==================== block 1
## src/rtl/sweeper_pkg.sv

```systemverilog
// Shared types and constants for the minterm sweeper.
package sweeper_pkg;

  localparam int unsigned N_VARS_DEF = 3;
  localparam int unsigned SETTLE_DEF = 1;
  // Wide enough for SETTLE values 0..15.
  localparam int unsigned SETTLE_W   = 4;

  typedef enum logic [1:0] {
    StIdle,
    StHold,
    StSample,
    StDone
  } state_e;

  // Truth-table width for an n-input function.
  function automatic int unsigned tt_width(input int unsigned n);
    return 32'd1 << n;
  endfunction

endpackage

```

## src/rtl/settle_timer.sv

```systemverilog
// Per-code hold counter: cleared when a new code is driven, counts up while the
// code settles, flags when the count has reached SETTLE.
module settle_timer
  import sweeper_pkg::*;
#(
  parameter int unsigned SETTLE = SETTLE_DEF
) (
  input  logic clk,
  input  logic reset,
  input  logic clear,
  input  logic incr,
  output logic term
);

  logic [SETTLE_W-1:0] cnt_q;

  // Counter register; clear has priority over increment.
  always_ff @(posedge clk or posedge reset) begin
    if (reset) begin
      cnt_q <= '0;
    end else if (clear) begin
      cnt_q <= '0;
    end else if (incr) begin
      cnt_q <= cnt_q + 1'b1;
    end
  end

  // Terminal flag: hold time for the current code has elapsed.
  always_comb begin
    term = (cnt_q == SETTLE_W'(SETTLE));
  end

endmodule

```

## src/rtl/minterm_sweeper.sv

```systemverilog
// Drives every input code of an N_VARS-input function block in ascending
// order, captures the response into a truth table and compares it with a
// latched expected table.
module minterm_sweeper
  import sweeper_pkg::*;
#(
  parameter  int unsigned N_VARS = N_VARS_DEF,
  parameter  int unsigned SETTLE = SETTLE_DEF,
  localparam int unsigned TT_W   = tt_width(N_VARS)
) (
  input  logic              clk,
  input  logic              reset,
  input  logic              start,
  input  logic [TT_W-1:0]   expect_i,
  input  logic              r_i,
  output logic [N_VARS-1:0] vars_o,
  output logic              busy_o,
  output logic              done_o,
  output logic [TT_W-1:0]   table_o,
  output logic [TT_W-1:0]   mismatch_o,
  output logic              pass_o
);

  // One extra index bit so the last-code compare never aliases through a wrap.
  localparam logic [N_VARS:0] LAST_IDX = (N_VARS + 1)'(TT_W - 1);

  state_e            state_q, state_d;
  logic [N_VARS:0]   idx_q, idx_d;
  logic [TT_W-1:0]   exp_q, exp_d;
  logic [TT_W-1:0]   table_q, table_d;
  logic [TT_W-1:0]   mism_q, mism_d;
  logic              pass_q, pass_d;
  logic              tmr_clear, tmr_incr, tmr_term;

  settle_timer #(
    .SETTLE (SETTLE)
  ) u_settle_timer (
    .clk   (clk),
    .reset (reset),
    .clear (tmr_clear),
    .incr  (tmr_incr),
    .term  (tmr_term)
  );

  // Next-state, capture and compare logic.
  always_comb begin
    state_d   = state_q;
    idx_d     = idx_q;
    exp_d     = exp_q;
    table_d   = table_q;
    mism_d    = mism_q;
    pass_d    = pass_q;
    tmr_clear = 1'b0;
    tmr_incr  = 1'b0;
    unique case (state_q)
      StIdle: begin
        if (start) begin
          exp_d     = expect_i;
          table_d   = '0;
          mism_d    = '0;
          pass_d    = 1'b0;
          idx_d     = '0;
          tmr_clear = 1'b1;
          state_d   = StHold;
        end
      end
      StHold: begin
        if (tmr_term) begin
          state_d = StSample;
        end else begin
          tmr_incr = 1'b1;
        end
      end
      StSample: begin
        table_d[idx_q[N_VARS-1:0]] = r_i;
        if (idx_q == LAST_IDX) begin
          // Compare against the table including the bit captured on this edge.
          mism_d  = table_d ^ exp_q;
          pass_d  = ~|(table_d ^ exp_q);
          state_d = StDone;
        end else begin
          idx_d     = idx_q + 1'b1;
          tmr_clear = 1'b1;
          state_d   = StHold;
        end
      end
      StDone: begin
        state_d = StIdle;
      end
      default: begin
        state_d = StIdle;
      end
    endcase
  end

  // State and datapath registers.
  always_ff @(posedge clk or posedge reset) begin
    if (reset) begin
      state_q <= StIdle;
      idx_q   <= '0;
      exp_q   <= '0;
      table_q <= '0;
      mism_q  <= '0;
      pass_q  <= 1'b0;
    end else begin
      state_q <= state_d;
      idx_q   <= idx_d;
      exp_q   <= exp_d;
      table_q <= table_d;
      mism_q  <= mism_d;
      pass_q  <= pass_d;
    end
  end

  // Output decode.
  always_comb begin
    vars_o     = idx_q[N_VARS-1:0];
    busy_o     = (state_q == StHold) || (state_q == StSample);
    done_o     = (state_q == StDone);
    table_o    = table_q;
    mismatch_o = mism_q;
    pass_o     = pass_q;
  end

endmodule
```

## config.mk

```make
export PLATFORM = sky130hd
export DESIGN_NAME = minterm_sweeper
export DESIGN_NICKNAME = d
export VERILOG_FILES = /design/src/rtl/sweeper_pkg.sv /design/src/rtl/settle_timer.sv /design/src/rtl/minterm_sweeper.sv
export SDC_FILE = /design/constraint.sdc
export NUM_CORES = 1
export LEC_CHECK = 0
export ABC_AREA = 0
export CORE_MARGIN = 4
export CORE_UTILIZATION = 30
export CTS_BUF_LIST = sky130_fd_sc_hd__clkbuf_8
export CTS_CLUSTER_DIAMETER = 80
export DETAILED_ROUTE_END_ITERATION = 7
export GPL_ROUTABILITY_DRIVEN = 0
export GPL_TIMING_DRIVEN = 0
export PLACE_DENSITY = 0.53
export SYNTH_ARGS = -nofsm -noshare
export SYNTH_HDL_FRONTEND = slang
export SYNTH_SLANG_ARGS = --single-unit
```

## constraint.sdc

```tcl
create_clock -name clk -period 2.88 [get_ports clk]
set_clock_uncertainty 0.2 [all_clocks]
set_input_delay 0.288 -clock clk [delete_from_list [all_inputs] [get_ports clk]]
set_output_delay 0.288 -clock clk [all_outputs]
set_load 0.03 [all_outputs]
```

==================== block 2
**src/rtl/hdmi_island_sched.sv**
```systemverilog
// rtl/hdmi_island_sched.sv - data-island packet scheduler: control, audio sample and null packets per slot
module hdmi_island_sched #(
    parameter int           LINES_PER_CYCLE = 45,
    parameter int           PKTS_PER_LINE   = 3,
    parameter int           ACR_LINE        = 0,
    parameter int           AVI_LINE        = 37,
    parameter int           SPD_LINE        = 38,
    parameter int           AUD_LINE        = 39,
    parameter logic [247:0] ACR_PKT         = 248'h0,
    parameter logic [247:0] AVI_PKT         = 248'h0,
    parameter logic [247:0] SPD_PKT         = 248'h0,
    parameter logic [247:0] AUD_PKT         = 248'h0,
    parameter int           FIFO_DEPTH      = 8
) (
    input  logic         clk,
    input  logic         resetn,
    input  logic         hsync,
    input  logic         aud_valid,
    output logic         aud_ready,
    input  logic [23:0]  aud_l,
    input  logic [23:0]  aud_r,
    input  logic         slot_req,
    output logic         pkt_valid,
    output logic [23:0]  pkt_hdr,
    output logic [223:0] pkt_sub,
    output logic [2:0]   pkt_type,
    output logic         slot_ovf
);
    localparam int LINE_W = $clog2(LINES_PER_CYCLE);
    localparam int SLOT_W = $clog2(PKTS_PER_LINE + 1);
    localparam int PTR_W  = $clog2(FIFO_DEPTH);
    localparam int CNT_W  = PTR_W + 1;

    typedef enum logic [2:0] {
        PT_NULL  = 3'd0,
        PT_AUDIO = 3'd1,
        PT_ACR   = 3'd2,
        PT_AVI   = 3'd3,
        PT_SPD   = 3'd4,
        PT_AUDIF = 3'd5
    } pkt_type_t;

    logic              hsync_d;
    logic [LINE_W-1:0] line_q, line_cur;
    logic [SLOT_W-1:0] slot_q, slot_cur;
    logic              ctl_done_q, ctl_done_cur;
    logic              line_edge;

    logic [47:0]       mem [FIFO_DEPTH];
    logic [PTR_W-1:0]  wr_ptr_q, rd_ptr_q;
    logic [CNT_W-1:0]  count_q;

    logic              ctl_hit;
    pkt_type_t         ctl_kind;
    logic [247:0]      ctl_pkt;
    logic              in_range, ctl_pending, grant_ctl, grant_aud, push;

    assign line_edge = hsync & ~hsync_d;

    // A line edge takes effect before any request arriving in the same cycle.
    always_comb begin
        line_cur     = line_q;
        slot_cur     = slot_q;
        ctl_done_cur = ctl_done_q;
        if (line_edge) begin
            line_cur     = (line_q == LINE_W'(LINES_PER_CYCLE - 1)) ? '0 : line_q + 1'b1;
            slot_cur     = '0;
            ctl_done_cur = 1'b0;
        end
    end

    always_comb begin
        ctl_hit  = 1'b1;
        ctl_kind = PT_NULL;
        ctl_pkt  = '0;
        if (line_cur == LINE_W'(ACR_LINE)) begin
            ctl_kind = PT_ACR;
            ctl_pkt  = ACR_PKT;
        end else if (line_cur == LINE_W'(AVI_LINE)) begin
            ctl_kind = PT_AVI;
            ctl_pkt  = AVI_PKT;
        end else if (line_cur == LINE_W'(SPD_LINE)) begin
            ctl_kind = PT_SPD;
            ctl_pkt  = SPD_PKT;
        end else if (line_cur == LINE_W'(AUD_LINE)) begin
            ctl_kind = PT_AUDIF;
            ctl_pkt  = AUD_PKT;
        end else begin
            ctl_hit  = 1'b0;
        end
    end

    // The empty test uses the registered count, so a same-cycle push cannot be popped.
    assign in_range    = slot_cur < SLOT_W'(PKTS_PER_LINE);
    assign ctl_pending = ctl_hit & ~ctl_done_cur;
    assign grant_ctl   = slot_req & in_range & ctl_pending;
    assign grant_aud   = slot_req & in_range & ~ctl_pending & (count_q != '0);
    assign aud_ready   = count_q != CNT_W'(FIFO_DEPTH);
    assign push        = aud_valid & aud_ready;

    always_ff @(posedge clk) begin
        if (push)
            mem[wr_ptr_q] <= {aud_r, aud_l};
    end

    always_ff @(posedge clk or negedge resetn) begin
        if (!resetn) begin
            hsync_d    <= 1'b0;
            line_q     <= '0;
            slot_q     <= '0;
            ctl_done_q <= 1'b0;
            slot_ovf   <= 1'b0;
            wr_ptr_q   <= '0;
            rd_ptr_q   <= '0;
            count_q    <= '0;
            pkt_valid  <= 1'b0;
            pkt_hdr    <= '0;
            pkt_sub    <= '0;
            pkt_type   <= PT_NULL;
        end else begin
            hsync_d    <= hsync;
            line_q     <= line_cur;
            ctl_done_q <= ctl_done_cur | grant_ctl;
            slot_q     <= (slot_req & in_range) ? slot_cur + 1'b1 : slot_cur;
            if (slot_req & ~in_range)
                slot_ovf <= 1'b1;

            if (push)
                wr_ptr_q <= wr_ptr_q + 1'b1;
            if (grant_aud)
                rd_ptr_q <= rd_ptr_q + 1'b1;
            if (push & ~grant_aud)
                count_q <= count_q + 1'b1;
            else if (~push & grant_aud)
                count_q <= count_q - 1'b1;

            pkt_valid <= slot_req;
            if (slot_req) begin
                if (grant_ctl) begin
                    pkt_hdr  <= ctl_pkt[247:224];
                    pkt_sub  <= ctl_pkt[223:0];
                    pkt_type <= ctl_kind;
                end else if (grant_aud) begin
                    pkt_hdr  <= 24'h000102;
                    pkt_sub  <= {176'h0, mem[rd_ptr_q]};
                    pkt_type <= PT_AUDIO;
                end else begin
                    pkt_hdr  <= '0;
                    pkt_sub  <= '0;
                    pkt_type <= PT_NULL;
                end
            end
        end
    end
endmodule

```
**config.mk**
```make
export PLATFORM = sky130hd
export DESIGN_NAME = hdmi_island_sched
export DESIGN_NICKNAME = d
export VERILOG_FILES = /design/src/rtl/hdmi_island_sched.sv
export SDC_FILE = /design/constraint.sdc
export NUM_CORES = 1
export LEC_CHECK = 0
export ABC_AREA = 1
export CAP_MARGIN = 20
export CORE_ASPECT_RATIO = 1.75
export CORE_MARGIN = 4
export CORE_UTILIZATION = 40
export CTS_BUF_LIST = sky130_fd_sc_hd__clkbuf_4 sky130_fd_sc_hd__clkbuf_8
export CTS_CLUSTER_DIAMETER = 40
export CTS_CLUSTER_SIZE = 40
export DETAILED_ROUTE_END_ITERATION = 10
export GPL_ROUTABILITY_DRIVEN = 0
export SLEW_MARGIN = 0
export SYNTH_ARGS = -nofsm -noshare
export SYNTH_HDL_FRONTEND = slang
export SYNTH_SLANG_ARGS = --single-unit
```
**constraint.sdc**
```tcl
create_clock -name clk -period 4.05 [get_ports clk]
set_clock_uncertainty 0.15 [all_clocks]
set_input_delay 0.81 -clock clk [delete_from_list [all_inputs] [get_ports clk]]
set_output_delay 0.81 -clock clk [all_outputs]
set_load 0.01 [all_outputs]
```
==================== block 3
===== src/rtl/mult6_seq_if.sv =====
// Start/done handshake bundle for the sequential digit multiplier.
// The requester drives start and the operands; the multiplier returns status and the product.
interface mult6_seq_if #(
  parameter int N_DIG = 2
);
  localparam int W = 3 * N_DIG;

  logic             start;
  logic [W-1:0]     a;
  logic [W-1:0]     b;
  logic             busy;
  logic             done;
  logic [2*W-1:0]   product;

  modport master (
    output start,
    output a,
    output b,
    input  busy,
    input  done,
    input  product
  );

  modport slave (
    input  start,
    input  a,
    input  b,
    output busy,
    output done,
    output product
  );
endinterface


===== src/rtl/mult6_seq.sv =====
// Sequential wide unsigned multiplier built around one shared 3x3 combinational multiplier.
// Operands are split into 3-bit digits and one digit pair is multiplied per cycle; the
// shifted partial products are summed into an accumulator and published on DONE entry.

// 3x3 unsigned combinational multiplier, 6-bit result.
module multiplier3 (
  input  logic [2:0] x,
  input  logic [2:0] y,
  output logic [5:0] p
);
  assign p = {3'b000, x} * {3'b000, y};
endmodule

module mult6_seq #(
  parameter int N_DIG = 2
) (
  input  logic        clk,
  input  logic        rst_n,
  mult6_seq_if.slave  bus
);
  localparam int W      = 3 * N_DIG;
  localparam int PW     = 2 * W;
  localparam int NSTEP  = N_DIG * N_DIG;
  localparam int STEP_W = (NSTEP > 1) ? $clog2(NSTEP) : 1;
  localparam logic [STEP_W-1:0] LAST_STEP = STEP_W'(NSTEP - 1);

  typedef enum logic [1:0] {
    IDLE = 2'd0,
    CALC = 2'd1,
    DONE = 2'd2
  } state_t;

  state_t            state_q;
  state_t            state_d;
  logic              accept;
  logic              last_step;

  logic [W-1:0]      a_q;
  logic [W-1:0]      b_q;
  logic [PW-1:0]     acc_q;
  logic [PW-1:0]     product_q;
  logic [STEP_W-1:0] step_q;

  logic [STEP_W-1:0] dig_i;
  logic [STEP_W-1:0] dig_j;
  logic [2:0]        a_dig;
  logic [2:0]        b_dig;
  logic [5:0]        pprod;
  logic [PW-1:0]     term;
  logic [PW-1:0]     acc_sum;

  // Digit selection: a-digit is the outer index, b-digit the inner one.
  assign dig_i = STEP_W'(step_q / STEP_W'(N_DIG));
  assign dig_j = STEP_W'(step_q % STEP_W'(N_DIG));
  assign a_dig = 3'(a_q >> (3 * 32'(dig_i)));
  assign b_dig = 3'(b_q >> (3 * 32'(dig_j)));

  multiplier3 u_mult3 (
    .x (a_dig),
    .y (b_dig),
    .p (pprod)
  );

  // Partial product is zero-extended to full product width before weighting by its digit position.
  assign term    = PW'(pprod) << (3 * (32'(dig_i) + 32'(dig_j)));
  assign acc_sum = acc_q + term;

  assign last_step = (step_q == LAST_STEP);

  // State register; reset aborts any operation in flight.
  always_ff @(posedge clk or negedge rst_n) begin
    if (!rst_n) begin
      state_q <= IDLE;
    end else begin
      state_q <= state_d;
    end
  end

  // Next-state and handshake decode; a new op may be accepted from IDLE or straight out of DONE.
  always_comb begin
    state_d = state_q;
    accept  = 1'b0;
    unique case (state_q)
      IDLE: begin
        if (bus.start) begin
          accept  = 1'b1;
          state_d = CALC;
        end
      end
      CALC: begin
        if (last_step) begin
          state_d = DONE;
        end
      end
      DONE: begin
        if (bus.start) begin
          accept  = 1'b1;
          state_d = CALC;
        end else begin
          state_d = IDLE;
        end
      end
      default: begin
        state_d = IDLE;
      end
    endcase
  end

  // Operand latch, digit-step counter, accumulator and published product.
  always_ff @(posedge clk or negedge rst_n) begin
    if (!rst_n) begin
      a_q       <= '0;
      b_q       <= '0;
      acc_q     <= '0;
      step_q    <= '0;
      product_q <= '0;
    end else if (accept) begin
      a_q    <= bus.a;
      b_q    <= bus.b;
      acc_q  <= '0;
      step_q <= '0;
    end else if (state_q == CALC) begin
      acc_q <= acc_sum;
      if (last_step) begin
        // The counter parks on the final step instead of wrapping.
        product_q <= acc_sum;
      end else begin
        step_q <= step_q + 1'b1;
      end
    end
  end

  assign bus.busy    = (state_q == CALC);
  assign bus.done    = (state_q == DONE);
  assign bus.product = product_q;

endmodule


===== src/flat_wrapper.sv =====
// flat-port wrapper written by rule: the top's interface ports become plain ports
module mult6_seq_flat 
#(
  parameter int N_DIG = 2
)
  (clk, rst_n, bus_start, bus_a, bus_b, bus_busy, bus_done, bus_product);
  mult6_seq_if #(.N_DIG(N_DIG)) bus_i ();
  input  logic clk;
  input  logic rst_n;
  input wire logic [$bits(bus_i.start)-1:0] bus_start;
  input wire logic [$bits(bus_i.a)-1:0] bus_a;
  input wire logic [$bits(bus_i.b)-1:0] bus_b;
  output wire logic [$bits(bus_i.busy)-1:0] bus_busy;
  output wire logic [$bits(bus_i.done)-1:0] bus_done;
  output wire logic [$bits(bus_i.product)-1:0] bus_product;
  assign bus_i.start = bus_start;
  assign bus_i.a = bus_a;
  assign bus_i.b = bus_b;
  assign bus_busy = bus_i.busy;
  assign bus_done = bus_i.done;
  assign bus_product = bus_i.product;
  mult6_seq #(.N_DIG(N_DIG)) u_core (.clk(clk), .rst_n(rst_n), .bus(bus_i));
endmodule

===== config.mk =====
export PLATFORM = sky130hd
export DESIGN_NAME = mult6_seq_flat
export DESIGN_NICKNAME = d
export VERILOG_FILES = /design/src/rtl/mult6_seq_if.sv /design/src/rtl/mult6_seq.sv /design/src/flat_wrapper.sv
export SDC_FILE = /design/constraint.sdc
export NUM_CORES = 1
export LEC_CHECK = 0
export CORE_MARGIN = 2
export CORE_UTILIZATION = 51
export DETAILED_ROUTE_END_ITERATION = 16
export GPL_TIMING_DRIVEN = 0
export PLACE_DENSITY = 0.84
export SKIP_LAST_GASP = 1
export SLEW_MARGIN = 15
export SYNTH_ARGS = -nofsm -noshare
export SYNTH_HDL_FRONTEND = slang
export SYNTH_HIERARCHICAL = 1
export SYNTH_SLANG_ARGS = --single-unit
export TNS_END_PERCENT = 50

===== constraint.sdc =====
create_clock -name clk -period 4.3 [get_ports clk]
set_input_delay 1.29 -clock clk [delete_from_list [all_inputs] [get_ports clk]]
set_output_delay 1.29 -clock clk [all_outputs]
set_load 0.01 [all_outputs]

==================== block 4
`src/rtl/adder_pkg.sv`:
```
// Shared definitions for the sequential slice adder: FSM state encoding and
// default operand/slice widths.
package adder_pkg;

  localparam int DEFAULT_WIDTH = 16;
  localparam int DEFAULT_CHUNK = 4;

  typedef enum logic [1:0] {
    IDLE = 2'd0,
    RUN  = 2'd1,
    DONE = 2'd2
  } state_e;

endpackage

```
`src/rtl/adder_slice.sv`:
```
// CHUNK-bit ripple-carry adder. Also exposes the carry into its MSB so the
// caller can derive signed overflow on the most significant slice.
module adder_slice #(
  parameter int CHUNK = 4
) (
  input  logic [CHUNK-1:0] a_i,
  input  logic [CHUNK-1:0] b_i,
  input  logic             cin_i,
  output logic [CHUNK-1:0] sum_o,
  output logic             cout_o,
  output logic             cmsb_o
);

  logic [CHUNK:0] carry;

  always_comb begin
    carry    = '0;
    sum_o    = '0;
    carry[0] = cin_i;
    for (int i = 0; i < CHUNK; i++) begin
      sum_o[i]   = a_i[i] ^ b_i[i] ^ carry[i];
      carry[i+1] = (a_i[i] & b_i[i]) | (carry[i] & (a_i[i] ^ b_i[i]));
    end
  end

  assign cout_o = carry[CHUNK];
  assign cmsb_o = carry[CHUNK-1];

endmodule

```
`src/rtl/seq_adder.sv`:
```
// Sequential adder/subtractor: adds CHUNK bits per cycle through one shared
// slice adder and presents the result with a valid/ready handshake.
module seq_adder
  import adder_pkg::*;
#(
  parameter int WIDTH = DEFAULT_WIDTH,
  parameter int CHUNK = DEFAULT_CHUNK
) (
  input  logic             clk,
  input  logic             rst_n,
  input  logic             in_valid,
  output logic             in_ready,
  input  logic [WIDTH-1:0] a,
  input  logic [WIDTH-1:0] b,
  input  logic             sub,
  input  logic             flush,
  output logic             out_valid,
  input  logic             out_ready,
  output logic [WIDTH-1:0] sum,
  output logic             cout,
  output logic             ovf
);

  if (CHUNK < 1 || CHUNK > WIDTH || (WIDTH % CHUNK) != 0) begin : gBadParams
    $error("seq_adder: CHUNK must divide WIDTH and not exceed it");
  end

  localparam int N     = (CHUNK >= 1) ? WIDTH / CHUNK : 1;
  localparam int CNT_W = (N > 1) ? $clog2(N) : 1;
  localparam logic [CNT_W-1:0] LAST_CNT   = CNT_W'(N - 1);
  localparam logic [WIDTH-1:0] SLICE_MASK = WIDTH'({CHUNK{1'b1}});

  state_e           state_q, state_d;
  logic [WIDTH-1:0] opA_q, opA_d;
  logic [WIDTH-1:0] opB_q, opB_d;
  logic [WIDTH-1:0] res_q, res_d;
  logic [WIDTH-1:0] sum_q, sum_d;
  logic             carry_q, carry_d;
  logic             cout_q, cout_d;
  logic             ovf_q, ovf_d;
  logic [CNT_W-1:0] cnt_q, cnt_d;

  int               sliceShift;
  logic [CHUNK-1:0] sliceA, sliceB, sliceSum;
  logic             sliceCout, sliceCmsb;

  assign sliceShift = int'(cnt_q) * CHUNK;
  assign sliceA     = CHUNK'(opA_q >> sliceShift);
  assign sliceB     = CHUNK'(opB_q >> sliceShift);

  adder_slice #(.CHUNK(CHUNK)) u_slice (
    .a_i    (sliceA),
    .b_i    (sliceB),
    .cin_i  (carry_q),
    .sum_o  (sliceSum),
    .cout_o (sliceCout),
    .cmsb_o (sliceCmsb)
  );

  always_ff @(posedge clk or negedge rst_n) begin
    if (!rst_n) begin
      state_q <= IDLE;
      opA_q   <= '0;
      opB_q   <= '0;
      res_q   <= '0;
      sum_q   <= '0;
      carry_q <= 1'b0;
      cout_q  <= 1'b0;
      ovf_q   <= 1'b0;
      cnt_q   <= '0;
    end else begin
      state_q <= state_d;
      opA_q   <= opA_d;
      opB_q   <= opB_d;
      res_q   <= res_d;
      sum_q   <= sum_d;
      carry_q <= carry_d;
      cout_q  <= cout_d;
      ovf_q   <= ovf_d;
      cnt_q   <= cnt_d;
    end
  end

  // The visible result only changes on the final slice, so sum/cout/ovf
  // stay put while a new operation accumulates in res_q.
  always_comb begin
    state_d   = state_q;
    opA_d     = opA_q;
    opB_d     = opB_q;
    res_d     = res_q;
    sum_d     = sum_q;
    carry_d   = carry_q;
    cout_d    = cout_q;
    ovf_d     = ovf_q;
    cnt_d     = cnt_q;
    in_ready  = (state_q == IDLE);
    out_valid = (state_q == DONE);

    if (flush) begin
      state_d = IDLE;
    end else begin
      unique case (state_q)
        IDLE: begin
          if (in_valid) begin
            opA_d   = a;
            opB_d   = b ^ {WIDTH{sub}};
            carry_d = sub;
            cnt_d   = '0;
            state_d = RUN;
          end
        end
        RUN: begin
          res_d   = (res_q & ~(SLICE_MASK << sliceShift))
                  | (WIDTH'(sliceSum) << sliceShift);
          carry_d = sliceCout;
          cnt_d   = cnt_q + CNT_W'(1);
          if (cnt_q == LAST_CNT) begin
            sum_d   = res_d;
            cout_d  = sliceCout;
            ovf_d   = sliceCmsb ^ sliceCout;
            cnt_d   = '0;
            state_d = DONE;
          end
        end
        DONE: begin
          if (out_ready) begin
            state_d = IDLE;
          end
        end
        default: state_d = IDLE;
      endcase
    end
  end

  assign sum  = sum_q;
  assign cout = cout_q;
  assign ovf  = ovf_q;

endmodule

```
`config.mk`:
```
export PLATFORM = sky130hd
export DESIGN_NAME = seq_adder
export DESIGN_NICKNAME = d
export VERILOG_FILES = /design/src/rtl/adder_pkg.sv /design/src/rtl/adder_slice.sv /design/src/rtl/seq_adder.sv
export SDC_FILE = /design/constraint.sdc
export NUM_CORES = 1
export LEC_CHECK = 0
export CAP_MARGIN = 20
export CORE_MARGIN = 2
export CORE_UTILIZATION = 40
export CTS_BUF_LIST = sky130_fd_sc_hd__clkbuf_2
export CTS_CLUSTER_DIAMETER = 40
export DETAILED_ROUTE_END_ITERATION = 10
export GPL_TIMING_DRIVEN = 0
export PLACE_DENSITY_LB_ADDON = 0.3
export SLEW_MARGIN = 30
export SYNTH_ARGS = -nofsm -noshare
export SYNTH_HDL_FRONTEND = slang
export SYNTH_SLANG_ARGS = --single-unit
```
`constraint.sdc`:
```
create_clock -name clk -period 4.15 [get_ports clk]
set_input_delay 0.83 -clock clk [delete_from_list [all_inputs] [get_ports clk]]
set_output_delay 0.83 -clock clk [all_outputs]
set_load 0.02 [all_outputs]
```
block_4/closeup.png
Region (44, 44) to (94, 94) µm. Cells in grey, sequential cells in the stronger grey; small squares are vias.
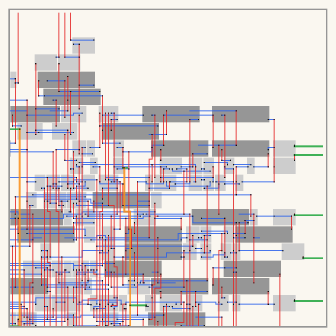
layer	colour
M1	blue
M4	orange
M2	red
M3	green
cells with their middle in the window	98
sequential cells in the window	21
most frequent	dfrtp_1 (21), nand2_1 (8), clkdlybuf4s50_1 (8)
netlist names of flops here include	res_q (11), sum (9)

==> results.py, block 4 <==
# Generated from Yosys and OpenROAD reports
metrics = {
    "die": {
        "rows": 32,
        "floorplan.core_util_pct": 41.5,
    },
    "power_and_ir_drop": {
        "powerComb_mw": 1.01,
        "power_switching_mw": 0.849,
    },
    "worst_setup_path": {
        "reg2reg_depth": 13,
        "crit_end": "sum[11]",
        "crit_type": "reg2reg",
        "crit_cells": 13,
        "rr_startpoint": "cnt_q[0]",
    },
    "logic_synthesis": {
        "ys_seq_elements": 67,
        "mux_area_share_pct": 12.9,
    },
    "cts": {
        "clock_sinks": 67,
    },
    "sta": {
        "fin_crit_ns": 3.41,
        "skew_ns": 0.0222,
    },
    "cells_and_area": {
        "fill_cells": 713,
    },
    "outcome": {
        "outcome": "complete, no violations",
    },
    "drt": {
        "met2WireLength_um": 3290,
        "wl_met1_um": 3020,
    },
}
-- block 4: routing by layer --
metal,global-route usage [%],vias up
met5,0,-
met2,27.4,56
met3,3.93,12
met1,22.5,1139
met4,6.64,0
li1,-,1096
-- block 4: cell type report --
| cell class | instances | area share (%) |
|---|---|---|
| Sequential cell | 67 | 41.7 |
| Multi-Input combinational cell | 173 | 34.1 |
| Timing Repair Buffer | 57 | 14.6 |
| Tap cell | 102 | 3.17 |
| Buffer | 20 | 2.89 |
| Clock buffer | 13 | 1.62 |
| Inverter | 17 | 1.59 |
| Clock inverter | 3 | 0.373 |
-- block 4: stage by stage --
| step | setup WS [ns] | cell area [µm²] |
|---|---|---|
| final | 0.736 | 4020 |
| after global routing | 0.475 | 4020 |
| after CTS | 0.693 | 4020 |
| after detailed placement | 0.717 | 3940 |
| after global placement | 0.0123 | 3920 |
| after floorplan | 1.15 | 3230 |
-- block 4: registers in the layout, indices dropped and copies added (netlist names) --
register  cells
opB_q        16
sum          16
cnt_q         2
ovf           1
res_q        12
opA_q        16
state_q       2
cout          1
carry_q       1
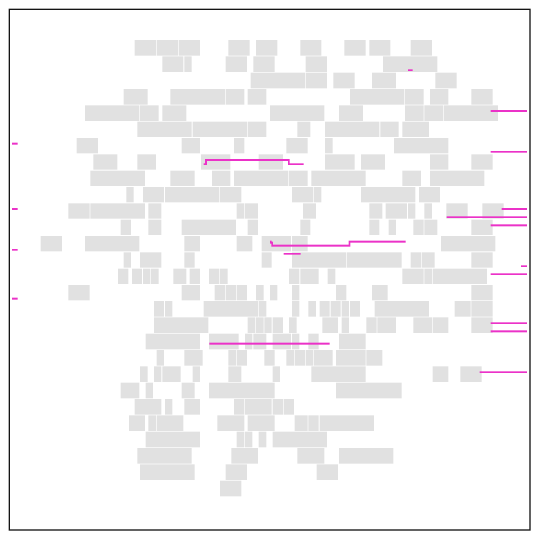
block_1/m3.png
Drawn at 6 px/µm.
main direction	horizontal
longest straight run	19.8 µm
wire length on this layer	126 µm
nets with wire on the layer	16

block_1/class_map.png
Drawn at 6 px/µm.
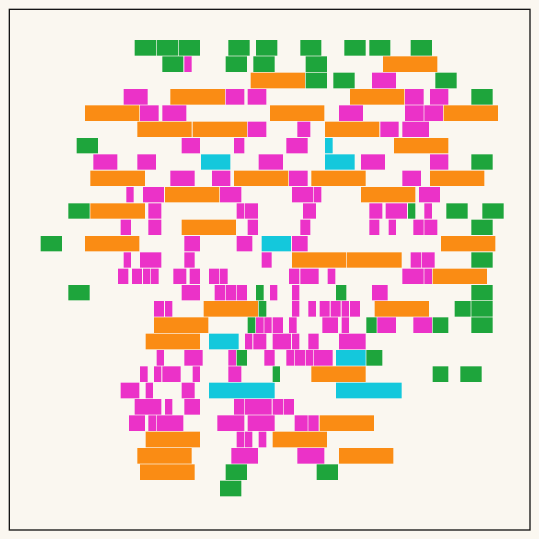
class	colour	cells	share of their area
registers	orange	35	38%
remaining buffers and delay cells	green	45	17%
clock drivers and dummy loads	cyan	8	5.7%
remaining logic cells	magenta	135	39%

==> results.py, block 1 <==
# Generated from Yosys and OpenROAD reports
metrics = {
    "outcome": {
        "outcome": "complete, no violations",
    },
    "drt": {
        "wl_met3_um": 126,
        "dr.max_layer_used": "met4",
        "first_pass_iters": 4,
        "drt-vias-per-instance": 4.74,
    },
    "sta": {
        "fin_crit_ns": 2.41,
    },
    "worst_setup_path": {
        "crit_required_ns": 2.91,
        "ff2ff_setup_slack_ns": 0.47,
        "startpoint_type": "register",
        "crit_chain": "inv_1 -> ha_1 -> nand2b_1 -> buf_2 -> nand2_1 -> nor3_1 -> a41o_1",
        "crit_type": "reg2reg",
        "cpPeakStageDelay_ns": 0.75,
    },
    "cells_and_area": {
        "clkbuf_count": 5,
        "finalInstanceArea_mm2": 0.00241,
        "largestClassByArea": "registers",
        "nNetsFinal": 242,
    },
    "power_and_ir_drop": {
        "p_seq_mw": 0.718,
        "power_switching_mw": 0.921,
        "switching_share_pct": 39.5,
        "ir_drop_mv": 0.412,
    },
    "global_routing": {
        "busiest_layer": "met2",
        "grt.total_usage_pct": 11.7,
        "use_met1_pct": 15.1,
        "use_met3_pct": 2.95,
        "grt_pass1_vias": 1400,
        "antenna_found_initial": 0,
    },
    "die": {
        "chip_area_mm2": 0.00749,
        "fp.dieW_um": 86.5,
        "tap_cells": 75,
        "rows": 28,
    },
    "hold_path": {
        "hp-class": "in2async",
    },
    "logic_synthesis": {
        "ys_area_mm2": 0.00185,
        "ys_seq_elements": 35,
    },
    "cts": {
        "cts_buffer_depth": 2,
    },
}
## block 1: cells in the mapped netlist (all sizes together)
cell type | number | area share (%)
a211oi | 1 | 0.41
a21boi | 1 | 0.41
a21oi | 11 | 3.0
a22o | 9 | 4.3
a31oi | 3 | 1.0
a41o | 1 | 0.54
and2 | 1 | 0.34
buf | 7 | 2.4
clkbuf | 5 | 1.0
dfrtp | 35 | 47
ha | 8 | 5.4
inv | 11 | 2.2
mux2 | 8 | 4.9
mux2i | 7 | 3.8
nand2 | 19 | 3.9
nand2b | 2 | 0.68
nand3 | 4 | 1.1
nand3b | 4 | 1.6
nand4 | 1 | 0.34
nor2 | 7 | 1.4
nor2b | 1 | 0.34
nor3 | 4 | 1.1
nor3b | 1 | 0.41
nor4 | 1 | 0.68
o21ai | 10 | 2.7
o22ai | 5 | 1.7
o31a | 1 | 0.47
o41ai | 1 | 0.47
or3b | 2 | 0.95
xnor2 | 8 | 3.8
xor2 | 3 | 1.4
## block 1: cell families after synthesis
family          Yosys count  share of synthesized area [%]
simple gates             47                           12.8
compound gates           43                           14.9
flops                    35                           47.3
buf+inv                  23                           5.68
mux                      15                           8.65
xor+xnor                 11                           5.21
fa+ha+maj                 8                           5.41
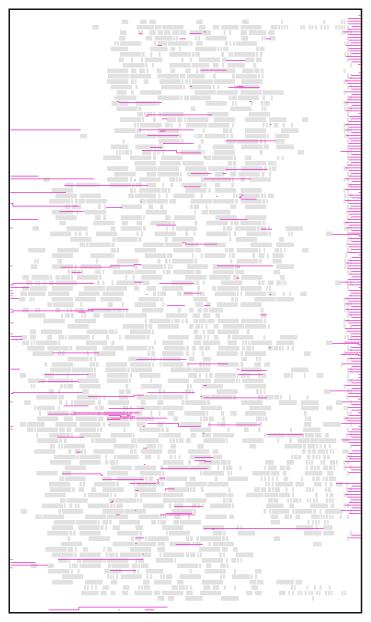
block_2/m3.png
Drawn at 2 px/µm.
main direction	horizontal
nets with wire on the layer	258
longest straight run	59.6 µm
wire length on this layer	2770 µm
share of all routed wire	5.9%
total routed wirelength: 46500 µm
grt met3 use: 2.44%
routed vias: 11800

==> results.py, block 2 <==
# Generated from Yosys and OpenROAD reports
metrics = {
    "die": {
        "chip_area_mm2": 0.0528,
        "rows": 107,
        "floorplan.core_util_pct": 40.4,
        "ios": 307,
    },
    "global_routing": {
        "grt_pass1_wl_um": 70200,
        "grt_max_degree": 72,
        "grt.total_usage_pct": 17.1,
        "grt_pass1_vias": 12000,
    },
    "placement": {
        "numPortBuffers": 108,
    },
    "worst_setup_path": {
        "cp_max_fo": 5,
        "worst_path_most_repeated_cell": "nand2_1",
        "crit_buf_inv": 2,
        "crit_required_ns": 4.39,
        "crit_chain": "clkdlybuf4s50_1 -> nand3_1 -> nor2_2 -> nand2_1 -> nand2_1 -> nand2_1 -> nor2_1 -> nand2_2 -> nand3_4 -> nand2_4 -> nand2_2 -> ha_1 -> inv_1 -> ha_1 -> a21o_1 -> a21oi_1 -> nand2_1 -> nand2_1 -> nor2_1 -> xor2_1",
        "crit_end": "count_q[3]",
    },
    "cts": {
        "hold_buffers": 0,
        "htreeDepth": 2,
        "cts_root_buf": "clkbuf_8",
        "cts_tree": "done",
        "post_cts.repair.setup_buffers": 0,
    },
    "cells_and_area": {
        "largest_reg_flops": 384,
        "top_regs": "mem x384, pkt_sub x48, line_q x6",
    },
    "job": {
        "drv_cap": 0,
    },
    "sta": {
        "slew_viol_final": 0,
        "final-setup-viol-count": 0,
        "tightest_slew_ns": 0.859,
    },
    "power_and_ir_drop": {
        "p_per_area_mw_per_mm2": 665,
        "intPower_mw": 9.05,
        "p_seq_mw": 6.53,
    },
    "logic_synthesis": {
        "syn_inst": 1585,
        "syn-cell-area_mm2": 0.0196,
    },
    "drt": {
        "drt-vias-per-instance": 5.00,
    },
    "outcome": {
        "outcome": "complete, no violations",
    },
}
-- block 2: area by class of cell --
type / instances / area (µm²) / area share, %
antenna: 3 / 7.51 / 0.0347
clock buffer: 45 / 594 / 2.75
timing repair buffer: 143 / 1370 / 6.32
tap: 654 / 818 / 3.78
multi-input combinational: 1008 / 5040 / 23.3
clock inverter: 25 / 295 / 1.37
inverter: 29 / 115 / 0.532
sequential: 458 / 13400 / 61.9
-- block 2: metrics by stage --
stage	total power, mW	util [%]	setup slack, ns	cell area (µm²)
floorplan	9.76	-	0.227	20400
global placement	11.5	42.7	0.233	20700
detailed placement	11.6	42.7	0.168	20700
CTS	14.6	44.5	0.803	21600
global route	15.3	44.5	0.453	21600
finish	14.4	44.5	0.764	21600
-- block 2: layer usage --
| metal | routed length (µm) | vias to the layer above | GRT usage (%) | share of wire [%] |
|---|---|---|---|---|
| met3 | 2770 | 71 | 2.44 | 6.0 |
| met2 | 24600 | 405 | 32.3 | 53 |
| met4 | 1240 | 6 | 5.67 | 2.7 |
| met5 | 54 | - | 0 | 0.12 |
| met1 | 17800 | 5907 | 19.8 | 38 |
| li1 | - | 5431 | - | - |
block_3/clock_nets.png
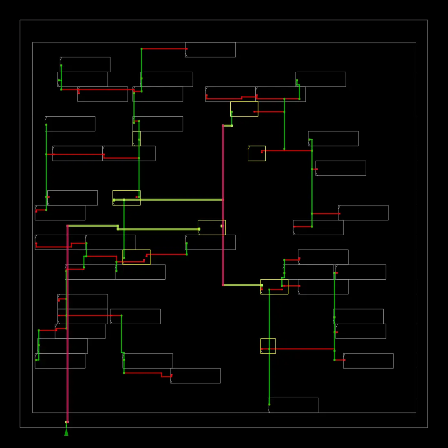
Clk power: 0.248 mW
setup skew after layout: 0.00654 ns
clk latency of the worst-skew pair: 0.29 ns

block_3/m4.png
Drawn at 4 px/µm. Supply wires on this layer in grey.
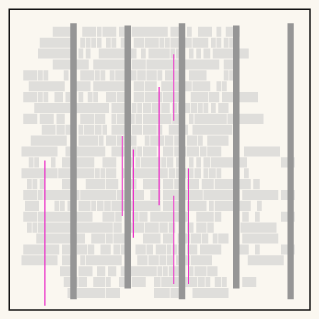
share of all routed wire	2.8%
main direction	vertical
longest straight run	36.0 µm

==> results.py, block 3 <==
# Generated from Yosys and OpenROAD reports
metrics = {
    "logic_synthesis": {
        "ys_seq_share_pct": 39.1,
        "ys_types": 45,
        "ys.flop_type": "dfrtp_1",
        "syn-cell-area_mm2": 0.00256,
        "avgSynthCellArea_um2": 9.10,
        "fp_nets": 318,
        "mux_area_share_pct": 5.82,
        "top_cells_by_area": "dfrtp_1 39%, nand2_1 9.5%, ha_1 9.3%",
    },
    "power_and_ir_drop": {
        "p_per_area_mw_per_mm2": 916,
    },
    "die": {
        "core-area_mm2": 0.00479,
        "die_y_um": 74.8,
        "rows": 25,
    },
    "drt": {
        "num_vias": 2280,
        "wl_met3_um": 379,
        "final_antenna_net_count": 0,
        "dr.max_layer_used": "met4",
        "first_pass_iters": 4,
    },
    "worst_setup_path": {
        "crit_chain": "mux2_4 -> and2_4 -> fa_1 -> ha_2 -> inv_2 -> fa_2 -> xnor2_4 -> mux2i_2 -> nor2_1 -> a31oi_1 -> o21ai_1 -> ha_1 -> a21o_1 -> a31oi_4 -> a211oi_2 -> or3_4 -> a32o_1",
        "crit_arrival_ns": 4.64,
        "cp-end-kind": "register",
        "cp_max_fo": 4,
        "crit_buf_inv": 1,
        "r2r_end": "u_core/acc_q[9]",
    },
    "hold_path": {
        "hp-class": "reg2reg",
    },
    "cts": {
        "hold_buffers": 0,
    },
    "sta": {
        "final-setup-viol-count": 12,
        "slew_viol_final": 0,
        "period_used_pct": 103,
        "setup_ws_ns": -0.149,
        "relSlewSlack_pct": 60.6,
    },
    "global_routing": {
        "grt_max_degree": 27,
        "grt_overflow_total": 0,
        "use_met3_pct": 3.48,
        "busiest_layer": "met2",
    },
    "placement": {
        "numPortBuffers": 28,
        "place_area_mm2": 0.00294,
    },
    "outcome": {
        "violations": "setup timing",
        "outcome": "finished, violations left",
    },
}
block 3: layout make-up:
cell class / instances / area, µm²
clock inverters: 2 / 16.3
clock buffers: 6 / 72.6
well taps: 67 / 83.8
multi-input cells: 222 / 1570
inverters: 8 / 30.0
repair buffers: 45 / 415
flip-flops and latches: 40 / 1000
plain buffers: 11 / 45.0
fillers: 364 / 1550
block 3: worst max-delay path by stage:
| stage | end | slack (ns) | cells past startpoint |
|---|---|---|---|
| after global routing | u_core/acc_q[9] | -0.29 | 17 |
| after floorplan | u_core/acc_q[9] | 0.05 | 17 |
| after global placement | u_core/acc_q[9] | -0.32 | 17 |
| after detailed placement | u_core/bus.product[9] | -0.34 | 17 |
| after CTS | u_core/acc_q[9] | -0.02 | 16 |
| final | u_core/acc_q[9] | -0.15 | 17 |
block 3: power breakdown:
| group | switching [mW] | leakage, nW | total (mW) | internal (mW) |
|---|---|---|---|---|
| sequential | 0.103 | 0.504 | 0.650 | 0.547 |
| clock | 0.132 | 0.0414 | 0.248 | 0.115 |
| combinational | 1.12 | 0.990 | 2.07 | 0.951 |
| total | 1.36 | 1.53 | 2.97 | 1.61 |

==> notes/layouts.md <==
Pictures saved along the way, in no particular order.

I/O pins on the die edge.
picture 1
Drawn at 4 px/µm. Pins as bars across the die edge, other pins in grey.
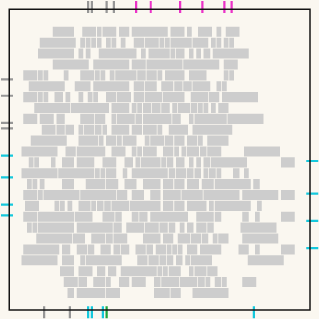
picture 2
Drawn at 4 px/µm. Pins as bars across the die edge, other pins in grey.
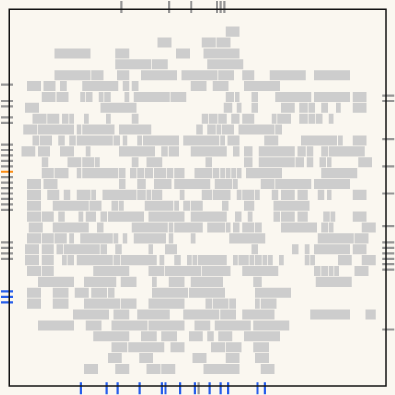
picture 3
Drawn at 4 px/µm. Pins as bars across the die edge, other pins in grey.
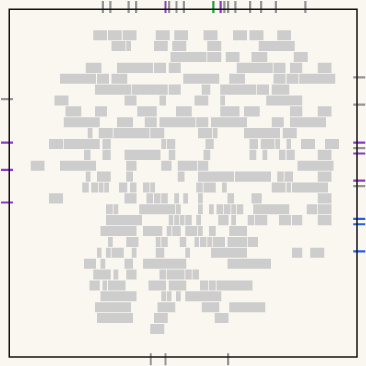
picture 4
Drawn at 1.5 px/µm. Pins as bars across the die edge, other pins in grey.
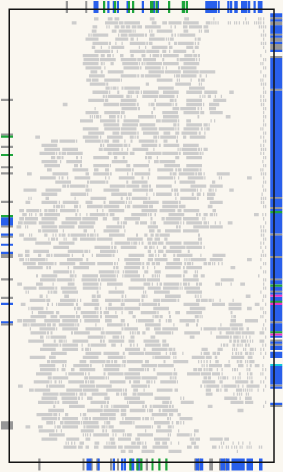
block 1 -> picture 3
block 3 -> picture 1
block 4 -> picture 2
block 2 -> picture 4
The one with the most pins is picture 4.
The one with the smallest die is picture 1.



==> gallery <==
Clock routing.
Plate I
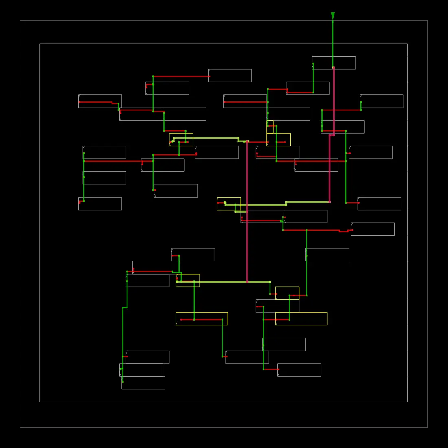
Plate II
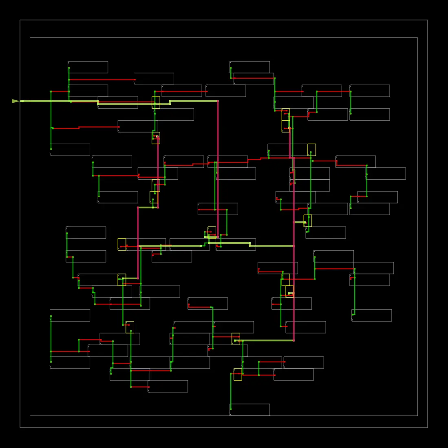
Plate III
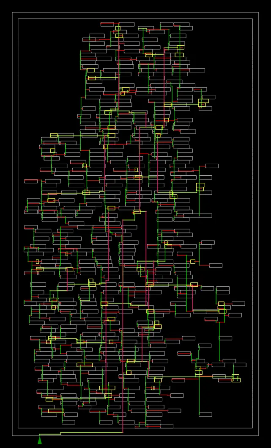
Block 2 is Plate III.
Block 1 is Plate I.
Block 4 is Plate II.
Of these, most sequential cells: Plate III

Power is estimated from default activity; no workload was simulated.
